# block 1

Fig. 1: block 1, gate families picked out
(1.5 px per micron)
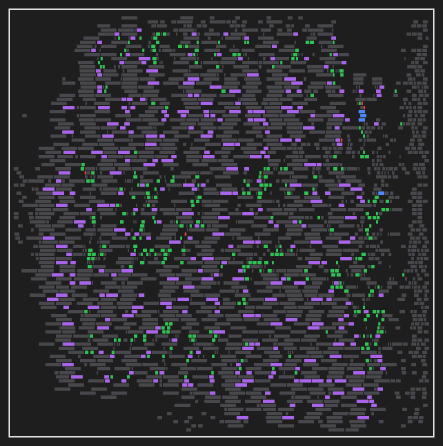

===== config.mk =====
export PLATFORM = sky130hd
export DESIGN_NAME = weight_bank
export DESIGN_NICKNAME = d
export VERILOG_FILES = /design/src/rtl/weight_bank.sv
export SDC_FILE = /design/constraint.sdc
export NUM_CORES = 1
export LEC_CHECK = 0
export CELL_PAD_IN_SITES_DETAIL_PLACEMENT = 0
export CELL_PAD_IN_SITES_GLOBAL_PLACEMENT = 2
export CORE_AREA = 2 2 280 282
export CTS_CLUSTER_DIAMETER = 120
export DETAILED_ROUTE_END_ITERATION = 8
export DIE_AREA = 0 0 282 284
export PLACE_DENSITY_LB_ADDON = 0.3
export SYNTH_ARGS = -nofsm -noshare
export SYNTH_HDL_FRONTEND = slang
export SYNTH_SLANG_ARGS = --single-unit

===== constraint.sdc =====
create_clock -name clk -period 6.65 [get_ports clk]
set_clock_uncertainty 0.2 [all_clocks]
set_input_delay 1.33 -clock clk [delete_from_list [all_inputs] [get_ports clk]]
set_output_delay 1.33 -clock clk [all_outputs]
set_load 0.01 [all_outputs]

===== src/rtl/weight_bank.sv =====
// rtl/weight_bank.sv - multi-layer square weight store with row/column reads, write bypass and sequenced layer clear
module weight_bank #(
    parameter int size      = 3,
    parameter int data_size = 16,
    parameter int max_layer = 5
) (
    input  logic                      clk,
    input  logic                      reset,
    input  logic                      write_valid,
    output logic                      write_ready,
    input  logic [31:0]               write_layer_index,
    input  logic [31:0]               write_row_index,
    input  logic [data_size*size-1:0] write_data,
    input  logic                      read_valid,
    output logic                      read_ready,
    input  logic                      read_mode,
    input  logic [31:0]               read_layer_index,
    input  logic [31:0]               read_index,
    output logic [data_size*size-1:0] read_data,
    output logic                      read_out_valid,
    output logic                      read_error,
    input  logic                      clear_valid,
    input  logic [31:0]               clear_layer_index,
    output logic                      busy
);
    localparam int LW = (max_layer > 1) ? $clog2(max_layer) : 1;
    localparam int RW = (size > 1) ? $clog2(size) : 1;

    typedef enum logic {IDLE, CLEAR} state_t;

    state_t         state, state_next;
    logic [LW-1:0]  clr_layer, clr_layer_next;
    logic [RW-1:0]  clr_row, clr_row_next;

    logic [data_size*size-1:0] mem [max_layer][size];

    logic           wr_accept, wr_in_range, rd_accept, rd_in_range, byp_layer, clear_start;
    logic [LW-1:0]  wr_layer, rd_layer;
    logic [RW-1:0]  wr_row, rd_idx;
    logic [data_size*size-1:0] rd_vec;
    int             col_base;

    assign wr_in_range = (write_layer_index < 32'(max_layer)) && (write_row_index < 32'(size));
    assign rd_in_range = (read_layer_index < 32'(max_layer)) && (read_index < 32'(size));
    assign wr_layer    = write_layer_index[LW-1:0];
    assign wr_row      = write_row_index[RW-1:0];
    assign rd_layer    = read_layer_index[LW-1:0];
    assign rd_idx      = read_index[RW-1:0];
    assign wr_accept   = write_valid && write_ready;
    assign rd_accept   = read_valid && read_ready;
    assign clear_start = clear_valid && (state == IDLE) && (clear_layer_index < 32'(max_layer));
    assign byp_layer   = wr_accept && wr_in_range && (wr_layer == rd_layer);

    always_comb begin
        state_next     = state;
        clr_layer_next = clr_layer;
        clr_row_next   = clr_row;
        write_ready    = (state == IDLE) && !clear_valid;
        read_ready     = (state == IDLE) && !clear_valid;
        busy           = (state == CLEAR);
        case (state)
            IDLE: begin
                if (clear_start) begin
                    state_next     = CLEAR;
                    clr_layer_next = clear_layer_index[LW-1:0];
                    clr_row_next   = '0;
                end
            end
            CLEAR: begin
                if (clr_row == RW'(size - 1)) state_next = IDLE;
                else clr_row_next = clr_row + 1'b1;
            end
            default: state_next = IDLE;
        endcase
    end

    always_ff @(posedge clk) begin
        if (reset) begin
            state     <= IDLE;
            clr_layer <= '0;
            clr_row   <= '0;
        end else begin
            state     <= state_next;
            clr_layer <= clr_layer_next;
            clr_row   <= clr_row_next;
        end
    end

    // Reset blocks array updates so an interrupted clear leaves untouched rows intact.
    always_ff @(posedge clk) begin
        if (!reset) begin
            if (wr_accept && wr_in_range) mem[wr_layer][wr_row] <= write_data;
            if (state == CLEAR) mem[clr_layer][clr_row] <= '0;
        end
    end

    always_comb begin
        rd_vec   = '0;
        col_base = (size - 1 - int'(rd_idx)) * data_size;
        if (rd_in_range) begin
            if (!read_mode) begin
                rd_vec = mem[rd_layer][rd_idx];
                if (byp_layer && (wr_row == rd_idx)) rd_vec = write_data;
            end else begin
                for (int i = 0; i < size; i++) begin
                    rd_vec[(size-1-i)*data_size +: data_size] = mem[rd_layer][RW'(i)][col_base +: data_size];
                    if (byp_layer && (wr_row == RW'(i)))
                        rd_vec[(size-1-i)*data_size +: data_size] = write_data[col_base +: data_size];
                end
            end
        end
    end

    always_ff @(posedge clk) begin
        if (reset) begin
            read_data      <= '0;
            read_out_valid <= 1'b0;
            read_error     <= 1'b0;
        end else begin
            read_out_valid <= rd_accept;
            if (rd_accept) begin
                read_data  <= rd_vec;
                read_error <= !rd_in_range;
            end
        end
    end
endmodule


# block 2

--- src/rtl/gf_pkg.sv ---
// Shared GF(2^m) definitions: AES polynomial, multiplier FSM states,
// and a width-generic xtime (multiply-by-x with reduction) helper.
package gf_pkg;

  localparam logic [8:0] AES_POLY_8 = 9'h11B;

  typedef enum logic [1:0] {
    IDLE,
    RUN,
    DONE
  } gf_mult_state_t;

  // Multiply a by x modulo poly in GF(2^width), width in 2..32.
  // poly carries only the low width bits (the x^width term is implied).
  function automatic logic [31:0] gf_xtime(
    input logic [31:0] a,
    input logic [31:0] poly,
    input int unsigned width
  );
    logic [31:0] mask;
    logic [31:0] sh;
    mask = (width >= 32) ? '1 : ((32'd1 << width) - 32'd1);
    sh   = (a << 1) & mask;
    return a[width-1] ? (sh ^ (poly & mask)) : sh;
  endfunction

endpackage

--- src/rtl/gf_mult_step.sv ---
// One shift-and-add iteration of the GF multiplier (combinational).
// Ports: a_r_i/b_r_i/acc_i current state; a_r_o/b_r_o/acc_o next state.
module gf_mult_step
  import gf_pkg::*;
#(
  parameter int unsigned      WIDTH = 8,
  parameter logic [WIDTH:0]   POLY  = AES_POLY_8
) (
  input  logic [WIDTH-1:0] a_r_i,
  input  logic [WIDTH-1:0] b_r_i,
  input  logic [WIDTH-1:0] acc_i,
  output logic [WIDTH-1:0] a_r_o,
  output logic [WIDTH-1:0] b_r_o,
  output logic [WIDTH-1:0] acc_o
);

  always_comb begin
    acc_o = acc_i ^ (b_r_i[0] ? a_r_i : '0);
    a_r_o = WIDTH'(gf_xtime(32'(a_r_i),
                            32'(POLY[WIDTH-1:0]),
                            WIDTH));
    b_r_o = b_r_i >> 1;
  end

endmodule

--- src/rtl/gf_mult_seq.sv ---
// Sequential GF(2^WIDTH) multiplier, one multiplier bit per clock.
// Ports: clk, reset (sync, high); in_valid/in_ready/a/b operand side;
// out_valid/out_ready/prod result side; busy high while iterating.
module gf_mult_seq
  import gf_pkg::*;
#(
  parameter int unsigned    WIDTH      = 8,
  parameter logic [WIDTH:0] POLY       = AES_POLY_8,
  parameter bit             EARLY_DONE = 1'b0
) (
  input  logic             clk,
  input  logic             reset,
  input  logic             in_valid,
  output logic             in_ready,
  input  logic [WIDTH-1:0] a,
  input  logic [WIDTH-1:0] b,
  output logic             out_valid,
  input  logic             out_ready,
  output logic [WIDTH-1:0] prod,
  output logic             busy
);

  localparam int unsigned CW = (WIDTH > 1) ? $clog2(WIDTH) : 1;

  gf_mult_state_t   state_q;
  logic [WIDTH-1:0] a_q;
  logic [WIDTH-1:0] b_q;
  logic [WIDTH-1:0] acc_q;
  logic [CW-1:0]    cnt_q;
  logic [WIDTH-1:0] prod_q;
  logic             in_ready_q;
  logic             out_valid_q;
  logic             busy_q;

  logic [WIDTH-1:0] a_d;
  logic [WIDTH-1:0] b_d;
  logic [WIDTH-1:0] acc_d;
  logic             last;

  gf_mult_step #(
    .WIDTH (WIDTH),
    .POLY  (POLY)
  ) u_step (
    .a_r_i (a_q),
    .b_r_i (b_q),
    .acc_i (acc_q),
    .a_r_o (a_d),
    .b_r_o (b_d),
    .acc_o (acc_d)
  );

  // cnt_q is the pre-increment count: the WIDTH-th iteration has
  // cnt_q == WIDTH-1. Early exit once no multiplier bits remain.
  assign last = (cnt_q == CW'(WIDTH - 1)) ||
                (EARLY_DONE && (b_d == '0));

  always_ff @(posedge clk) begin
    if (reset) begin
      state_q     <= IDLE;
      a_q         <= '0;
      b_q         <= '0;
      acc_q       <= '0;
      cnt_q       <= '0;
      prod_q      <= '0;
      in_ready_q  <= 1'b1;
      out_valid_q <= 1'b0;
      busy_q      <= 1'b0;
    end else begin
      unique case (state_q)
        IDLE: begin
          if (in_valid) begin
            a_q        <= a;
            b_q        <= b;
            acc_q      <= '0;
            cnt_q      <= '0;
            in_ready_q <= 1'b0;
            busy_q     <= 1'b1;
            state_q    <= RUN;
          end
        end
        RUN: begin
          a_q   <= a_d;
          b_q   <= b_d;
          acc_q <= acc_d;
          cnt_q <= cnt_q + CW'(1);
          if (last) begin
            prod_q      <= acc_d;
            out_valid_q <= 1'b1;
            busy_q      <= 1'b0;
            state_q     <= DONE;
          end
        end
        DONE: begin
          if (out_ready) begin
            out_valid_q <= 1'b0;
            in_ready_q  <= 1'b1;
            state_q     <= IDLE;
          end
        end
        default: state_q <= IDLE;
      endcase
    end
  end

  assign in_ready  = in_ready_q;
  assign out_valid = out_valid_q;
  assign prod      = prod_q;
  assign busy      = busy_q;

endmodule

--- config.mk ---
export PLATFORM = sky130hd
export DESIGN_NAME = gf_mult_seq
export DESIGN_NICKNAME = d
export VERILOG_FILES = /design/src/rtl/gf_pkg.sv /design/src/rtl/gf_mult_step.sv /design/src/rtl/gf_mult_seq.sv
export SDC_FILE = /design/constraint.sdc
export NUM_CORES = 1
export LEC_CHECK = 0
export CAP_MARGIN = 10
export CORE_MARGIN = 1.5
export CORE_UTILIZATION = 43
export CTS_BUF_LIST = sky130_fd_sc_hd__clkbuf_4 sky130_fd_sc_hd__clkbuf_8
export DETAILED_ROUTE_END_ITERATION = 7
export HOLD_SLACK_MARGIN = 0.15
export PLACE_DENSITY = 0.69
export SLEW_MARGIN = 20
export SYNTH_ARGS = -nofsm -noshare
export SYNTH_HDL_FRONTEND = slang
export SYNTH_HIERARCHICAL = 1
export SYNTH_SLANG_ARGS = --single-unit
--- constraint.sdc ---
create_clock -name clk -period 3.2 [get_ports clk]
set_clock_uncertainty 0.05 [all_clocks]
set_input_delay 0.64 -clock clk [delete_from_list [all_inputs] [get_ports clk]]
set_output_delay 0.64 -clock clk [all_outputs]
set_load 0.01 [all_outputs]
# block 3

File: config.mk
export PLATFORM = sky130hd
export DESIGN_NAME = speed_ramp_controller
export DESIGN_NICKNAME = d
export VERILOG_FILES = /design/src/rtl/speed_ctrl_pkg.sv /design/src/rtl/pwm_generator.sv /design/src/rtl/speed_ramp_controller.sv
export SDC_FILE = /design/constraint.sdc
export NUM_CORES = 1
export LEC_CHECK = 0
export CORE_ASPECT_RATIO = 1.75
export CORE_MARGIN = 8
export CORE_UTILIZATION = 44
export CTS_CLUSTER_SIZE = 12
export DETAILED_ROUTE_END_ITERATION = 10
export GPL_ROUTABILITY_DRIVEN = 0
export SYNTH_ARGS = -nofsm -noshare
export SYNTH_HDL_FRONTEND = slang
export SYNTH_SLANG_ARGS = --single-unit
File: constraint.sdc
create_clock -name clk -period 7.7 [get_ports clk]
set_input_delay 1.155 -clock clk [delete_from_list [all_inputs] [get_ports clk]]
set_output_delay 1.155 -clock clk [all_outputs]
set_load 0.005 [all_outputs]
File: src/rtl/speed_ctrl_pkg.sv
// Shared widths, limits and FSM encoding for the speed ramp controller.
// step_toward moves a speed one unit toward a target and holds once it gets there.
package speed_ctrl_pkg;
    localparam int                 SPEED_W   = 4;
    localparam logic [SPEED_W-1:0] SPEED_MAX = 4'd15;
    localparam int                 PWM_TICKS = 15;

    typedef enum logic [1:0] {IDLE, RAMP, ESTOP} ramp_state_t;

    function automatic logic [SPEED_W-1:0] step_toward(input logic [SPEED_W-1:0] cur,
                                                       input logic [SPEED_W-1:0] tgt);
        if (cur < tgt)      return cur + 4'd1;
        else if (cur > tgt) return cur - 4'd1;
        else                return cur;
    endfunction
endpackage

File: src/rtl/pwm_generator.sv
// PWM with a free-running prescaler and a 15-tick frame; pwm = tick_cnt < duty.
// The output compares live counters, so a new duty takes effect at once.
module pwm_generator
    import speed_ctrl_pkg::*;
#(
    parameter int PWM_PRESCALE = 64
) (
    input  logic               clk,
    input  logic               reset,
    input  logic [SPEED_W-1:0] duty,
    output logic               pwm
);
    localparam int PW = (PWM_PRESCALE > 1) ? $clog2(PWM_PRESCALE) : 1;

    logic [PW-1:0]      presc_q, presc_d;
    logic [SPEED_W-1:0] tick_q, tick_d;
    logic               tick;

    always_comb begin
        tick    = (presc_q == PW'(PWM_PRESCALE - 1));
        presc_d = tick ? '0 : presc_q + PW'(1);
        tick_d  = tick_q;
        if (tick) tick_d = (tick_q == SPEED_W'(PWM_TICKS - 1)) ? '0 : tick_q + 4'd1;
    end

    always_ff @(posedge clk or posedge reset) begin
        if (reset) begin
            presc_q <= '0;
            tick_q  <= '0;
        end else begin
            presc_q <= presc_d;
            tick_q  <= tick_d;
        end
    end

    // Tick count tops out at 14, so duty 15 is constant high and duty 0 constant low.
    assign pwm = (tick_q < duty);
endmodule

File: src/rtl/speed_ramp_controller.sv
// Accepts speed commands, ramps the applied speed one unit per step period toward the
// target, and drives a PWM proportional to it; estop forces everything to zero.
module speed_ramp_controller
    import speed_ctrl_pkg::*;
#(
    parameter int RAMP_STEP_CYCLES = 50_000,
    parameter int PWM_PRESCALE     = 64
) (
    input  logic               clk,
    input  logic               reset,
    input  logic [SPEED_W-1:0] spi_data_in,
    input  logic               spi_data_valid_in,
    input  logic               estop_in,
    output logic [SPEED_W-1:0] speed_target_out,
    output logic [SPEED_W-1:0] speed_current_out,
    output logic               pwm_out,
    output logic               busy_out,
    output logic               estop_active_out,
    output logic [7:0]         cmd_count_out
);
    localparam int TW = (RAMP_STEP_CYCLES > 1) ? $clog2(RAMP_STEP_CYCLES) : 1;

    ramp_state_t        state_q, state_d;
    logic [SPEED_W-1:0] target_q, target_d;
    logic [SPEED_W-1:0] current_q, current_d;
    logic [TW-1:0]      timer_q, timer_d;
    logic [7:0]         count_q, count_d;
    logic               terminal;

    assign terminal = (timer_q == TW'(RAMP_STEP_CYCLES - 1));

    always_comb begin
        state_d   = state_q;
        target_d  = target_q;
        current_d = current_q;
        timer_d   = timer_q;
        count_d   = count_q;
        if (estop_in) begin
            state_d   = ESTOP;
            target_d  = '0;
            current_d = '0;
            timer_d   = '0;
        end else begin
            unique case (state_q)
                IDLE: begin
                    if (spi_data_valid_in) begin
                        target_d = spi_data_in;
                        count_d  = count_q + 8'd1;
                        timer_d  = '0;
                        if (spi_data_in != current_q) state_d = RAMP;
                    end
                end
                RAMP: begin
                    // A step always heads for the old target; a coincident command
                    // only retargets, and the timer keeps running across it.
                    if (terminal) begin
                        current_d = step_toward(current_q, target_q);
                        timer_d   = '0;
                    end else begin
                        timer_d = timer_q + TW'(1);
                    end
                    if (spi_data_valid_in) begin
                        target_d = spi_data_in;
                        count_d  = count_q + 8'd1;
                    end
                    if (current_d == target_d) begin
                        state_d = IDLE;
                        timer_d = '0;
                    end
                end
                ESTOP:   state_d = IDLE;
                default: state_d = IDLE;
            endcase
        end
    end

    always_ff @(posedge clk or posedge reset) begin
        if (reset) begin
            state_q   <= IDLE;
            target_q  <= '0;
            current_q <= '0;
            timer_q   <= '0;
            count_q   <= '0;
        end else begin
            state_q   <= state_d;
            target_q  <= target_d;
            current_q <= current_d;
            timer_q   <= timer_d;
            count_q   <= count_d;
        end
    end

    pwm_generator #(.PWM_PRESCALE(PWM_PRESCALE)) u_pwm (
        .clk   (clk),
        .reset (reset),
        .duty  (current_q),
        .pwm   (pwm_out)
    );

    assign speed_target_out  = target_q;
    assign speed_current_out = current_q;
    assign busy_out          = (state_q == RAMP);
    assign estop_active_out  = (state_q == ESTOP);
    assign cmd_count_out     = count_q;
endmodule
Fig. 2: block 2, layout detail
Region (16, 30) to (56, 70) microns. Cells in gray, sequential cells in the stronger gray; small squares are vias.
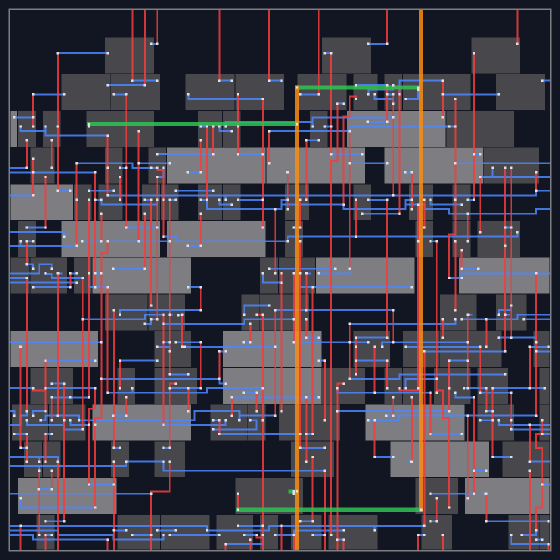
layer	color
metal 4	orange
metal 3	green
metal 2	red
metal 1	blue
most frequent	dfxtp_1 (18), nand2_1 (17), nor2_1 (12)
cells with their middle in the window	103
netlist names of flops here include	acc_q (7), prod (7), cnt_q (3)
sequential cells in the window	18

==> flow_metrics.tcl, block 2 <==
# implementation run metrics
set metrics [dict create \
    status "finished clean" \
    numSynthFlops 40 \
    hold_viol_final 0 \
    via_per_inst 5.08 \
    postPlaceCellArea_sq_um 2180 \
    wl_microns 3500 \
    cp_max_fo 11 \
    dieWidth_microns 71.3 \
    ctsHoldBuffers 0 \
    layout_top_cells "40 x dfxtp_1, 30 x clkdlybuf4s50_1, 21 x nand2_1" \
    syn_area_sq_um 2010 \
    synthToLayoutAreaGrowth_pct 13.3 \
    final_cells 270 \
    cp.required_ns 3.39 \
    cts_buffer_depth 2 \
    max-cap-violations 0 \
    edf_count 0 \
    cts.sinks 40 \
    lay_top_count "dfxtp_1" \
    pg_clk_uw 353 \
    fmax_mhz 526 \
    p_clk_share_pct 33.2 \
]
-- block 2: cells by family after synthesis --
logic type,Yosys count
xor+xnor,11
other cells,1
flops,40
buf+inv,29
fa+ha+maj,2
mux,17
compound gates,42
simple gates,64
-- block 2: Yosys cell counts, types with 4 or more instances --
master and n:
nand2_2 4, nand2_1 21, buf_6 4, a22oi_1 10, xnor2_1 8, a21oi_1 11, mux2i_1 17, nor2_1 14
buf_4 15, nor2_2 14, dfxtp_1 40, a211oi_2 14
-- block 2: worst max-delay path: cells and delay by family --
family	cells	cell delay, ns
AOI/OAI and AO/OA	2	0.83
buffers and inverters	1	0.47
and+or+nand+nor	1	0.14
-- block 2: state kept, by name, summed over array words and instances (netlist names) --
register / cells
a_q: 8
acc_q: 8
b_q: 8
busy: 1
cnt_q: 3
in_ready: 1
out_valid: 1
prod: 8
state_q: 2
-- block 2: final cells by class --
class                   instances  area [sq um]
clock buffers                   6          82.6
clock inverters                 2          15.0
fillers                       418          2140
inverters                       1          3.75
multi-input cells             137           980
flip-flops and latches         40           801
well taps                      52          65.1
repair buffers                 32           328
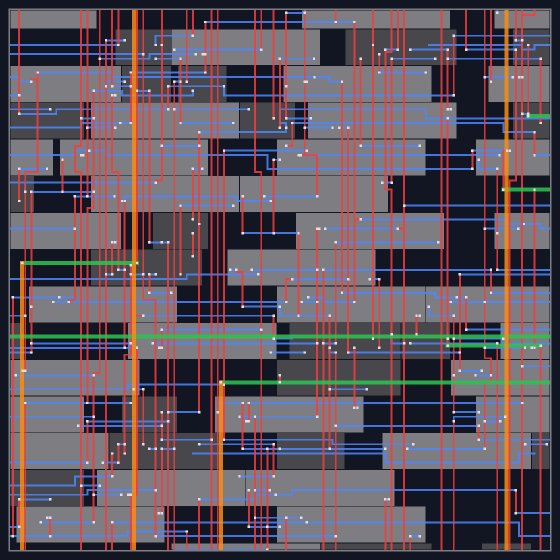
Fig. 3. Layout detail (block 1).
Region (121, 179) to (161, 219) microns. Cells in gray, sequential cells in the stronger gray; small squares are vias.
layer	color
metal 2	red
metal 4	orange
metal 1	blue
metal 3	green
cells with their middle in the window	45
most frequent	edfxtp_1 (27), mux2_2 (5)
sequential cells in the window	27
netlist names of flops here include	mem (27)

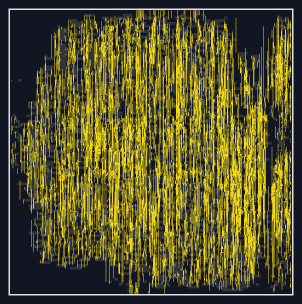
Fig. 4. The metal 2 layer (block 1).
(1 px per micron)
share of all routed wire	48%
main direction	vertical
nets with wire on the layer	2149

Notes on Fig. 1 above:
family	color	cells
inv cells	red	5
fa/ha/maj cells	blue	4
aoi and oai cells	green	284
mux cells	purple	311

==> flow_metrics.tcl, block 1 <==
# implementation run metrics
set metrics [dict create \
    p_leak_uw 0.0126 \
    top_register "mem" \
    ys_chip_area_sq_um 32900 \
    final_cells 3396 \
    met3_length_microns 8940 \
    min_path_cells 2 \
    setup_ws_ns 1.90 \
    yosys-stat-cells 2014 \
    reg_top3 "mem x720, read_data x48, clr_layer x3" \
    wl_microns 107000 \
    finalSetupTns_ns 0 \
    diodes 0 \
    critical_path_class "input pin to register" \
    status "finished clean" \
    synth_nets 2232 \
    ys_sh_aoi_pct 6.68 \
    cpPeakStageDelay_ns 0.77 \
    power_frac_comb_pct 7.2 \
    cts.sinks 776 \
]
-- block 1: Yosys cell counts, types with 20 or more instances --
library cell  count  area share (%)
o21ai_0          57            0.87
buf_2            33            0.50
a211oi_1         34            0.78
nand3_1          32            0.49
nor3_1           20            0.30
mux4_2          119             8.2
a22oi_1          25            0.57
nor2b_1          68             1.3
o31ai_1          38            0.87
mux2i_1         107             3.3
a21oi_1          21            0.32
edfxtp_1        720              66
o221ai_1         39             1.0
mux2_2           85             2.9
nor2_1           93             1.1
nand2_1         135             1.5
o22ai_1          30            0.57
dfxtp_1          56             3.4
nor4_1           50            0.95
clkbuf_1         67            0.77
-- block 1: power groups by stage --
| stage | registers (uW) | logic (uW) | clock network, uW |
|---|---|---|---|
| floorplan | 5430 | 389 | 0 |
| global placement | 5430 | 762 | 0 |
| detailed placement | 5430 | 766 | 0 |
| CTS | 5330 | 769 | 4600 |
| global route | 5330 | 809 | 4790 |
| finish | 5330 | 769 | 4540 |
-- block 1: final cells by class --
cell class	instances	area share, %
flip-flops and latches	776	57.7
well taps	1040	3.30
multi-input cells	1106	24.5
inverters	5	0.0476
repair buffers	322	7.83
clock inverters	41	1.05
clock buffers	106	5.66
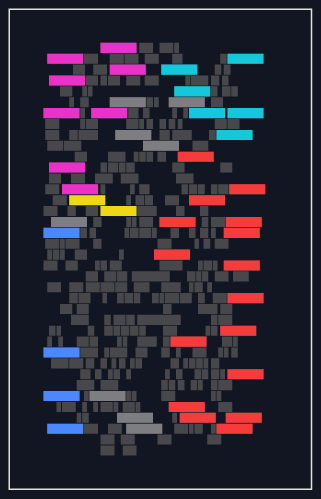
Fig. 5. Sequential cells colored by netlist name (block 3).
(4 px per micron) Other sequential cells in the stronger gray, the rest of the logic in the fainter gray.
signal	color	flops
speed_target_out	blue	4
u_pwm.presc_q	cyan	6
timer_q	red	16
cmd_count_out	magenta	8
state_q	yellow	2

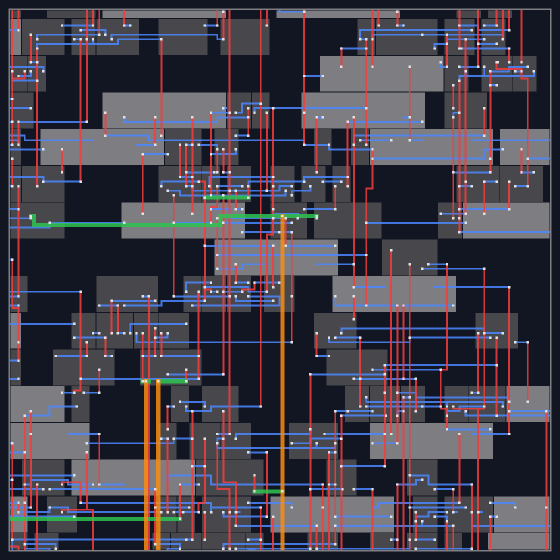
Fig. 6. Layout detail (block 3).
Region (18, 64) to (58, 104) microns. Cells in gray, sequential cells in the stronger gray; small squares are vias.
layer	color
metal 3	green
metal 1	blue
metal 4	orange
metal 2	red
netlist names of flops here include	u_pwm.tick_q (4), timer_q (3), u_pwm.presc_q (3)
sequential cells in the window	13
cells with their middle in the window	87
most frequent	dfrtp_1 (13), nand3_1 (8), nor2_1 (7)

==> flow_metrics.tcl, block 3 <==
# implementation run metrics
set metrics [dict create \
    status "finished clean" \
    slew_violations 0 \
    yosys_warnings 0 \
    synth_nets 313 \
    async_reset_ff_share_pct 100 \
    finalCriticalPeriod_ns 3.67 \
    r2r_cells 9 \
    top_area_cell "dfrtp_1" \
    met2_usage_pct 24.3 \
    hold_end "cmd_count_out[7]" \
    critical_path_class "input pin to register" \
    power.switching_uw 137 \
    cellPowerDensity_nw_per_um2 169 \
    lay_top_count "dfrtp_1" \
    diodes 0 \
    p_clk_share_pct 33.8 \
    grt_pass1_wl_microns 10700 \
    pre_cts_slack_ns 3.74 \
    drive_gt1_share_pct 6.35 \
    met3_usage_pct 2.92 \
    swShare_pct 26.0 \
    cts_buffers 5 \
    fmax_mhz 273 \
    syn_inst 293 \
    gr-total-overflow 0 \
    cts_resized 0 \
    fp.dieH_microns 120 \
    seq_share_pct 35.4 \
    rr_endpoint "timer_q[12]" \
    tapCellCount 80 \
]
[block 3: worst register-to-register path: cells and delay by family, from the launching register on]
kind	cells	cell delay, ns
simple gates	5	1.07
flops	1	0.49
compound gates	3	1.28
fa+ha+maj	1	0.36
[block 3: power groups by stage]
stage | clock [uW] | sequential (uW) | combinational (uW)
finish | 177 | 261 | 86.7
global route | 188 | 263 | 95.0
CTS | 183 | 261 | 88.6
detailed placement | 0 | 266 | 88.0
global placement | 0 | 265 | 86.6
floorplan | 0 | 264 | 45.9
[block 3: per-stage QoR]
step | hold slack [ns] | power [uW]
after floorplan | 0.443 | 310
after global placement | 0.461 | 352
after detailed placement | 0.466 | 354
after CTS | 0.478 | 533
after global routing | 0.515 | 546
final | 0.472 | 525
[block 3: cells by family after synthesis]
| group | Yosys count | synth area share, % |
|---|---|---|
| DFF | 44 | 40.8 |
| AOI/OAI and AO/OA | 52 | 14.3 |
| buffers and inverters | 25 | 4.08 |
| xor gates and xnor gates | 21 | 6.81 |
| adders and majority gates | 12 | 5.56 |
| and+or+nand+nor | 132 | 25.8 |
| muxes | 7 | 2.69 |

==> screenshots <==
Track usage over the die.
Plate I
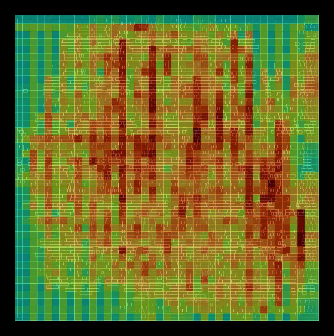
Plate II
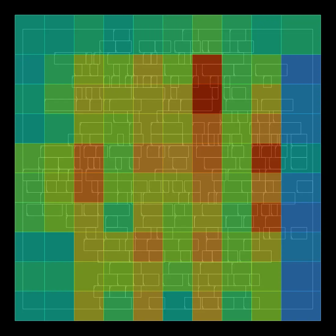
Plate III
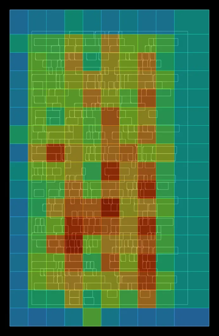
The one with the highest track usage is Plate I.
The one with the least wire per cell is Plate II.
- block 1 = Plate I
- block 3 = Plate III
- block 2 = Plate II


# block 4

Fig. 7: block 4, sequential cells colored by netlist name
(1 px per micron) Other sequential cells in the stronger gray, the rest of the logic in the fainter gray.
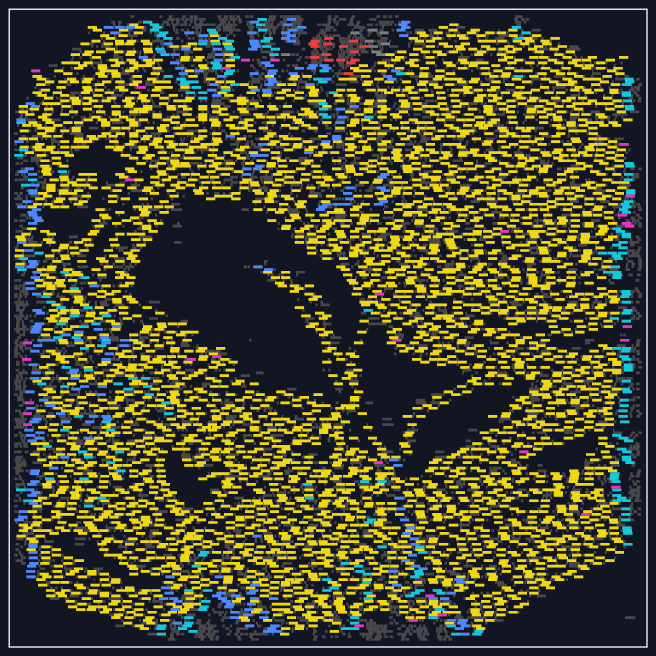

<file path="src/rtl/systolic_pkg.sv">
// Shared types and default geometry for the systolic datapath
// (skew feeder, conv_ctrl, array).
package systolic_pkg;

   typedef enum logic [1:0] {
      IDLE   = 2'b00,
      STREAM = 2'b01,
      DRAIN  = 2'b10
   } feeder_state_t;

   localparam int DEFAULT_ROW = 32;
   localparam int DEFAULT_DW  = 8;

endpackage

</file>
<file path="src/rtl/skew_delay_line.sv">
// Valid+data shift register of DEPTH stages with a synchronous flush.
// With DEPTH=0 the input passes straight through.
module skew_delay_line #(
   parameter int DEPTH = 1,
   parameter int DW    = 8
) (
   input  logic          clk,
   input  logic          nrst,
   input  logic          flush,
   input  logic          i_valid,
   input  logic [DW-1:0] i_data,
   output logic          o_valid,
   output logic [DW-1:0] o_data
);

   if (DEPTH == 0) begin : g_wire
      // Clock, reset and flush have no role in a zero-depth lane.
      logic w_unusedCtl;
      assign w_unusedCtl = clk ^ nrst ^ flush;
      assign o_valid     = i_valid;
      assign o_data      = i_data;
   end else begin : g_shift
      logic [DEPTH-1:0] r_validPipe;
      logic [DW-1:0]    r_dataPipe [DEPTH];

      always_ff @(posedge clk or negedge nrst) begin
         if (!nrst) begin
            r_validPipe <= '0;
            for (int i = 0; i < DEPTH; i++) r_dataPipe[i] <= '0;
         end else if (flush) begin
            r_validPipe <= '0;
            for (int i = 0; i < DEPTH; i++) r_dataPipe[i] <= '0;
         end else begin
            r_validPipe[0] <= i_valid;
            r_dataPipe[0]  <= i_data;
            for (int i = 1; i < DEPTH; i++) begin
               r_validPipe[i] <= r_validPipe[i-1];
               r_dataPipe[i]  <= r_dataPipe[i-1];
            end
         end
      end

      assign o_valid = r_validPipe[DEPTH-1];
      assign o_data  = r_dataPipe[DEPTH-1];
   end

endmodule

</file>
<file path="src/rtl/systolic_skew_feeder.sv">
// Skews ROW-wide activation beats into a diagonal wavefront (row r delayed r
// cycles), applies the per-row enable mask and drains the pipe after each tile.
module systolic_skew_feeder
   import systolic_pkg::*;
#(
   parameter int ROW   = DEFAULT_ROW,
   parameter int DW    = DEFAULT_DW,
   parameter int CNT_W = 16
) (
   input  logic              clk,
   input  logic              nrst,
   input  logic              clear,
   input  logic [ROW*DW-1:0] in_data,
   input  logic              in_valid,
   input  logic              in_last,
   output logic              in_ready,
   input  logic [ROW-1:0]    input_en,
   output logic [ROW*DW-1:0] row_data,
   output logic [ROW-1:0]    row_valid,
   output logic              busy,
   output logic              done,
   output logic [CNT_W-1:0]  beat_count
);

   localparam int DCW = $clog2(ROW);

   feeder_state_t     r_state, w_nextState;
   logic [DCW-1:0]    r_drainCnt, w_nextDrainCnt;
   logic              r_resetDone;
   logic [CNT_W-1:0]  r_beatCount;
   logic [ROW*DW-1:0] r_inData;
   logic              r_inValid;
   logic              w_accept;
   logic [ROW-1:0]    w_stageValid;
   logic [ROW*DW-1:0] w_stageData;

   // r_resetDone keeps the port closed for the first cycle out of reset.
   assign in_ready   = r_resetDone && !clear && (r_state != DRAIN);
   assign w_accept   = in_valid && in_ready;
   assign busy       = (r_state != IDLE);
   assign beat_count = r_beatCount;

   always_ff @(posedge clk or negedge nrst) begin
      if (!nrst) begin
         r_state     <= IDLE;
         r_drainCnt  <= '0;
         r_resetDone <= 1'b0;
      end else begin
         r_state     <= w_nextState;
         r_drainCnt  <= w_nextDrainCnt;
         r_resetDone <= 1'b1;
      end
   end

   always_comb begin
      w_nextState    = r_state;
      w_nextDrainCnt = r_drainCnt;
      done           = 1'b0;
      case (r_state)
         IDLE, STREAM: begin
            if (w_accept) begin
               w_nextState = in_last ? DRAIN : STREAM;
               if (in_last) w_nextDrainCnt = DCW'(ROW - 1);
            end
         end
         DRAIN: begin
            if (r_drainCnt == '0) begin
               w_nextState = IDLE;
               done        = 1'b1;
            end else begin
               w_nextDrainCnt = r_drainCnt - DCW'(1);
            end
         end
         default: w_nextState = IDLE;
      endcase
      // An abort wins over any transition and suppresses the done pulse.
      if (clear) begin
         w_nextState    = IDLE;
         w_nextDrainCnt = '0;
         done           = 1'b0;
      end
   end

   always_ff @(posedge clk or negedge nrst) begin
      if (!nrst) begin
         r_beatCount <= '0;
         r_inValid   <= 1'b0;
         r_inData    <= '0;
      end else if (clear) begin
         r_beatCount <= '0;
         r_inValid   <= 1'b0;
         r_inData    <= '0;
      end else begin
         r_inValid <= w_accept;
         r_inData  <= w_accept ? in_data : '0;
         if (w_accept) begin
            if (r_state == IDLE)
               r_beatCount <= CNT_W'(1);
            else if (r_beatCount != '1)
               r_beatCount <= r_beatCount + CNT_W'(1);
         end
      end
   end

   // Lane r gets r extra stages behind the shared input register.
   for (genvar r = 0; r < ROW; r++) begin : g_lane
      skew_delay_line #(
         .DEPTH (r),
         .DW    (DW)
      ) u_delay (
         .clk     (clk),
         .nrst    (nrst),
         .flush   (clear),
         .i_valid (r_inValid),
         .i_data  (r_inData[r*DW +: DW]),
         .o_valid (w_stageValid[r]),
         .o_data  (w_stageData[r*DW +: DW])
      );

      assign row_valid[r]          = w_stageValid[r] && input_en[r];
      assign row_data[r*DW +: DW]  = row_valid[r] ? w_stageData[r*DW +: DW] : '0;
   end

endmodule

</file>
<file path="config.mk">
export PLATFORM = sky130hd
export DESIGN_NAME = systolic_skew_feeder
export DESIGN_NICKNAME = d
export VERILOG_FILES = /design/src/rtl/systolic_pkg.sv /design/src/rtl/skew_delay_line.sv /design/src/rtl/systolic_skew_feeder.sv
export SDC_FILE = /design/constraint.sdc
export NUM_CORES = 2
export LEC_CHECK = 0
export CAP_MARGIN = 10
export CORE_MARGIN = 4
export CORE_UTILIZATION = 35
export DETAILED_ROUTE_END_ITERATION = 7
export PLACE_DENSITY = 0.48
export SETUP_SLACK_MARGIN = 0.2
export SLEW_MARGIN = 0
export SYNTH_ARGS = -nofsm -noshare
export SYNTH_HDL_FRONTEND = slang
export SYNTH_SLANG_ARGS = --single-unit
</file>
<file path="constraint.sdc">
create_clock -name clk -period 6 [get_ports clk]
set_input_delay 1.8 -clock clk [delete_from_list [all_inputs] [get_ports clk]]
set_output_delay 1.8 -clock clk [all_outputs]
set_load 0.03 [all_outputs]
</file>
# block 5

## config.mk

```make
export PLATFORM = sky130hd
export DESIGN_NAME = z80_dma_arbiter
export DESIGN_NICKNAME = d
export VERILOG_FILES = /design/src/rtl/z80_dma_arbiter.sv
export SDC_FILE = /design/constraint.sdc
export NUM_CORES = 1
export LEC_CHECK = 0
export CAP_MARGIN = 10
export CELL_PAD_IN_SITES_DETAIL_PLACEMENT = 0
export CELL_PAD_IN_SITES_GLOBAL_PLACEMENT = 1
export CORE_MARGIN = 1
export CORE_UTILIZATION = 40
export CTS_BUF_LIST = sky130_fd_sc_hd__clkbuf_8
export DETAILED_ROUTE_END_ITERATION = 8
export PLACE_DENSITY = 0.77
export SLEW_MARGIN = 20
export SYNTH_ARGS = -nofsm -noshare
export SYNTH_HDL_FRONTEND = slang
export SYNTH_SLANG_ARGS = --single-unit
```

## constraint.sdc

```tcl
create_clock -name clk -period 2.6 [get_ports clk]
set_input_delay 0.39 -clock clk [delete_from_list [all_inputs] [get_ports clk]]
set_output_delay 0.39 -clock clk [all_outputs]
set_load 0.02 [all_outputs]
```

## src/rtl/z80_dma_arbiter.sv

```systemverilog
// z80_dma_arbiter: arbitrates two bus masters for the Z80 bus through the BUSRQ/BUSAK handshake.
module z80_dma_arbiter #(
    parameter int MAX_HOLD = 64
) (
    input  logic       clk,
    input  logic       reset,
    input  logic       cen,
    input  logic [1:0] req,
    input  logic       busak_n,
    output logic       busrq_n,
    output logic [1:0] gnt,
    output logic       sel,
    output logic       bus_owned
);
    localparam logic [1:0] IDLE    = 2'd0;
    localparam logic [1:0] REQ     = 2'd1;
    localparam logic [1:0] GRANT   = 2'd2;
    localparam logic [1:0] RELEASE = 2'd3;
    logic [1:0] state;
    logic [7:0] cnt;
    logic       last_owner;
    logic       win;
    logic       hold_done;
    // On a tie, the requester that did not own the bus last time wins
    assign win       = (req == 2'b11) ? ~last_owner : req[1];
    assign hold_done = (MAX_HOLD != 0) && (cnt == 8'(MAX_HOLD - 1));
    assign bus_owned = |gnt;
    always_ff @(posedge clk or posedge reset) begin
        if (reset) begin
            state      <= IDLE;
            busrq_n    <= 1'b1;
            gnt        <= 2'b00;
            sel        <= 1'b0;
            cnt        <= 8'd0;
            last_owner <= 1'b0;
        end else if (cen) begin
            case (state)
                IDLE: if (req != 2'b00) begin
                    state   <= REQ;
                    sel     <= win;
                    busrq_n <= 1'b0;
                end
                REQ: if (!busak_n) begin
                    // An owner that gave up mid-handshake still lets the CPU finish acknowledging
                    if (req[sel]) begin
                        state <= GRANT;
                        gnt   <= sel ? 2'b10 : 2'b01;
                        cnt   <= 8'd0;
                    end else begin
                        state   <= RELEASE;
                        busrq_n <= 1'b1;
                    end
                end
                GRANT: begin
                    cnt <= (cnt == 8'hff) ? cnt : cnt + 8'd1;
                    if (busak_n || !req[sel] || hold_done) begin
                        state   <= RELEASE;
                        gnt     <= 2'b00;
                        busrq_n <= 1'b1;
                    end
                end
                default: if (busak_n) begin
                    state      <= IDLE;
                    last_owner <= sel;
                end
            endcase
        end
    end
endmodule

```

Fig. 8: block 4, layout detail
Region (298, 425) to (338, 465) microns. Cells in gray, sequential cells in the stronger gray; small squares are vias.
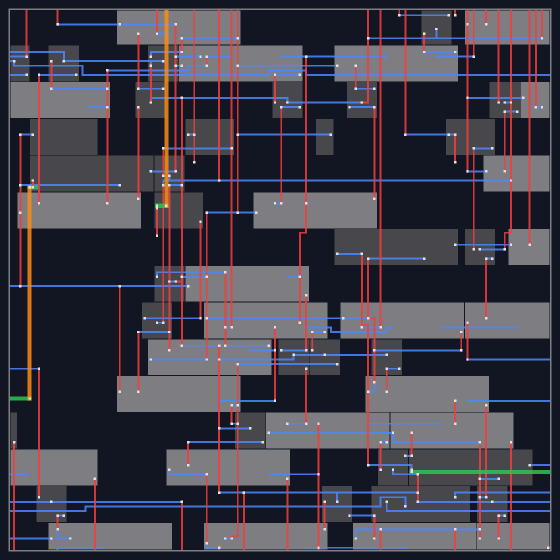
layer	color
metal 1	blue
metal 4	orange
metal 3	green
metal 2	red
most frequent	dfrtp_1 (23), nor2b_1 (16), and2_1 (4)
sequential cells in the window	23
netlist names of flops here include	g_lane.u_delay.g_shift.r_dataPipe (17), r_inData (6)
cells with their middle in the window	52

About Fig. 7:
signal	color	flops
r_inData	blue	256
g_lane.u_delay.o_data	cyan	248
g_lane.u_delay.g_shift.r_dataPipe	yellow	3720
g_lane.u_delay.g_shift.r_validPipe	magenta	31
beat_count	red	16
not colored	9

==> flow_metrics.tcl, block 4 <==
# implementation run metrics
set metrics [dict create \
    status "finished clean" \
    finalSetupViolCount 0 \
    skew_ns 0.0660 \
    top_area_share_pct 77.5 \
    setup_ws_ns 0.723 \
    top_cell "dfrtp_1" \
    synthToLayoutAreaGrowth_pct 19.8 \
    rows 230 \
    ys_top_cells_by_area "dfrtp_1 78%, nor2b_1 18%, and2_1 1.3%, clkbuf_1 1.3%, and3_1 1.2%" \
    wl_per_cell_microns 14.4 \
    syn_avg_cell_area_sq_um 14.6 \
    syn_inst 9436 \
    cts.sinks 4280 \
    cts_resized 0 \
    gr-total-overflow 0 \
    worstPathArrival_ns 3.48 \
    die_area_sq_um 405000 \
    cts_root_buf "clkbuf_16" \
    cp_slowest_cell "clkdlybuf4s50_1" \
    largest_reg_flops 3720 \
    relSlewSlack_pct 16.6 \
    synth.distinct_cells 46 \
    worstPathBufferInverterCount 2 \
    drc 0 \
    numSynthFlops 4280 \
    cts.clk_slew.worst_paths_ns 0.06 \
    grt_pass1_vias 70300 \
    cp-end-kind "primary output" \
    maxPowerGroup "sequential cells" \
]
block 4: final timing paths:
kind,startpoint,slack [ns],cells after the start,end
setup / recovery,input_en[24],0.72,3,row_data[192]
hold / removal,g_lane[28].u_delay.g_shift.r_dataPipe[79],0.40,1,g_lane[28].u_delay.g_shift.r_dataPipe[71]
setup reg to reg,beat_count[0],3.62,6,beat_count[2]
hold reg to reg,g_lane[28].u_delay.g_shift.r_dataPipe[79],0.40,1,g_lane[28].u_delay.g_shift.r_dataPipe[71]
max in group asynchronous,nrst,3.39,3,g_lane[27].u_delay.g_shift.r_dataPipe[132]
min in group asynchronous,nrst,0.79,1,g_lane[14].u_delay.g_shift.r_dataPipe[74]
block 4: per-stage QoR:
step,total power (uW),utilization (%),area (sq um),hold WS [ns]
3_5_place_dp,31000,38.3,150000,0.446
4_1_cts,59300,42.1,165000,0.396
5_1_grt,60600,42.1,165000,0.432
2_1_floorplan,30000,-,138000,0.439
6_report,58100,42.1,165000,0.404
3_3_place_gp,31000,38.3,150000,0.440
block 4: layer usage:
metal  track usage (%)  share of wire (%)
met1              14.3                 42
met2              19.1                 49
met3              2.24                4.4
met4              4.39                3.9
met5                 0              0.032
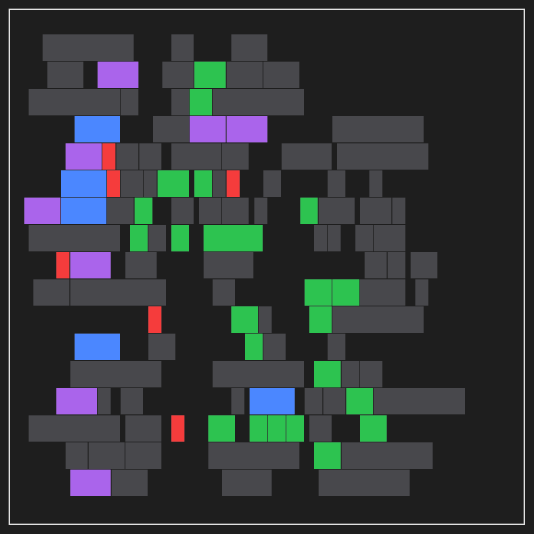
Fig. 9. Gate families picked out (block 5).
(10 px per micron)
family	color	cells
aoi and oai cells	green	22
fa/ha/maj cells	blue	5
inv cells	red	6
mux cells	purple	8

==> flow_metrics.tcl, block 5 <==
# implementation run metrics
set metrics [dict create \
    via_per_inst 5.84 \
    cpPeakStageDelay_ns 0.54 \
    top_area_share_pct 35.9 \
    cts_buffers 3 \
    flop_cell "dfrtp_1" \
    top_cell "dfrtp_1" \
    fp-utilization_pct 43.2 \
    cp.required_ns 2.73 \
    cts_resized 0 \
    status "finished clean" \
    hold_viol_final 0 \
    crit_family "simple AND/OR/NAND/NOR gates" \
    cellPowerDensity_nw_per_um2 969 \
    async_reset_ff_share_pct 100 \
    cts_buffer_depth 2 \
    cp-end-kind "register" \
    mux_area_share_pct 8.86 \
    setup_ws_ns 0.463 \
    nNonClkBuffers 13 \
    ys_top_cells_by_area "dfrtp_1 36%, ha_1 6.4%, o31ai_1 5.4%, mux2_2 3.5%, mux2i_1 3.1%" \
    rr_endpoint "gnt[1]" \
    finalSetupViolCount 0 \
    grt_pass1_wl_microns 3450 \
    ys_chip_area_sq_um 975 \
    pre_cts_slack_ns 0.366 \
    synthAdderAreaFrac_pct 6.42 \
    first_pass_iters 4 \
    drc 0 \
]
==> block 5: flip-flops by register name (all words and copies together) (netlist names) <==
signal	flops
sel	1
gnt	2
busrq_n	1
cnt	8
last_owner	1
state	2
==> block 5: report_power, final <==
part / total [uW] / internal (uW) / switching [uW] / leakage [uW]
clock: 191 / 106 / 84.8 / 0.0000255
combinational: 571 / 271 / 300 / 0.000279
sequential: 365 / 306 / 60.0 / 0.000193
==> block 5: per-layer routing <==
metal / track usage [%] / vias up / share of wire (%) / routed length (microns)
li1: - / 412 / - / -
met1: 22.8 / 395 / 45 / 926
met2: 29.0 / 29 / 47 / 965
met3: 2.68 / 5 / 4.9 / 99
met4: 10.8 / 0 / 2.3 / 46
met5: 0 / - / 0 / 0
==> block 5: per-stage QoR <==
step / hold WS, ns / area, sq um / std cells / utilization, %
detailed placement: 0.489 / 1120 / 140 / 49.6
global placement: 0.483 / 1120 / 140 / 49.6
global route: 0.526 / 1160 / 144 / 51.6
floorplan: 0.291 / 975 / 101 / -
CTS: 0.503 / 1160 / 144 / 51.6
finish: 0.497 / 1160 / 144 / 51.6

==> screenshots <==
Track usage over the die.
picture 1
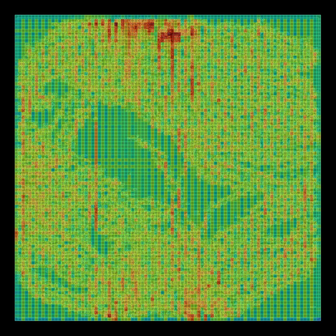
picture 2
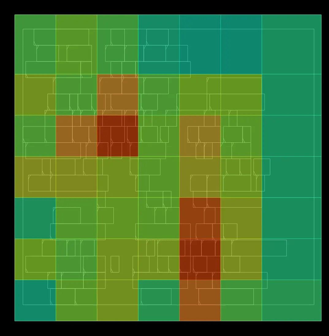
| picture | from |
|---|---|
| picture 2 | block 5 |
| picture 1 | block 4 |



==> gallery <==
The metal 2 layer.
image #1
(1 px per micron)
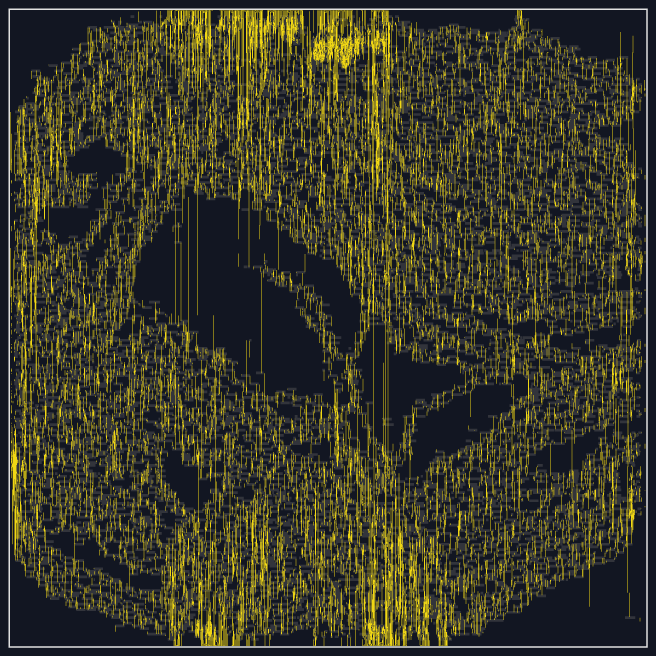
image #2
(6 px per micron)
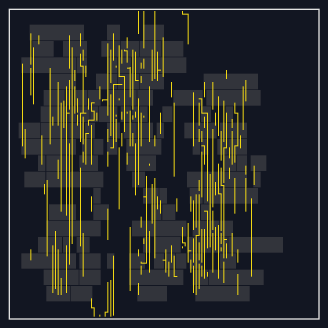
image #3
(4 px per micron)
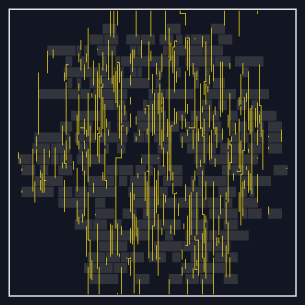
image #4
(2 px per micron)
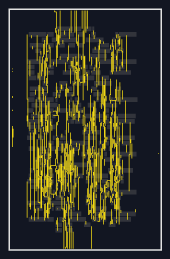
Of these, smallest die: image #2
Of these, largest die: image #1
- image #3 = block 2
- image #2 = block 5
- image #1 = block 4
- image #4 = block 3

Key to image #4:
wire length on this layer	3250 microns
share of all routed wire	52%
longest straight run	49.0 microns
nets with wire on the layer	276

Power and IR drop assume default switching activity.
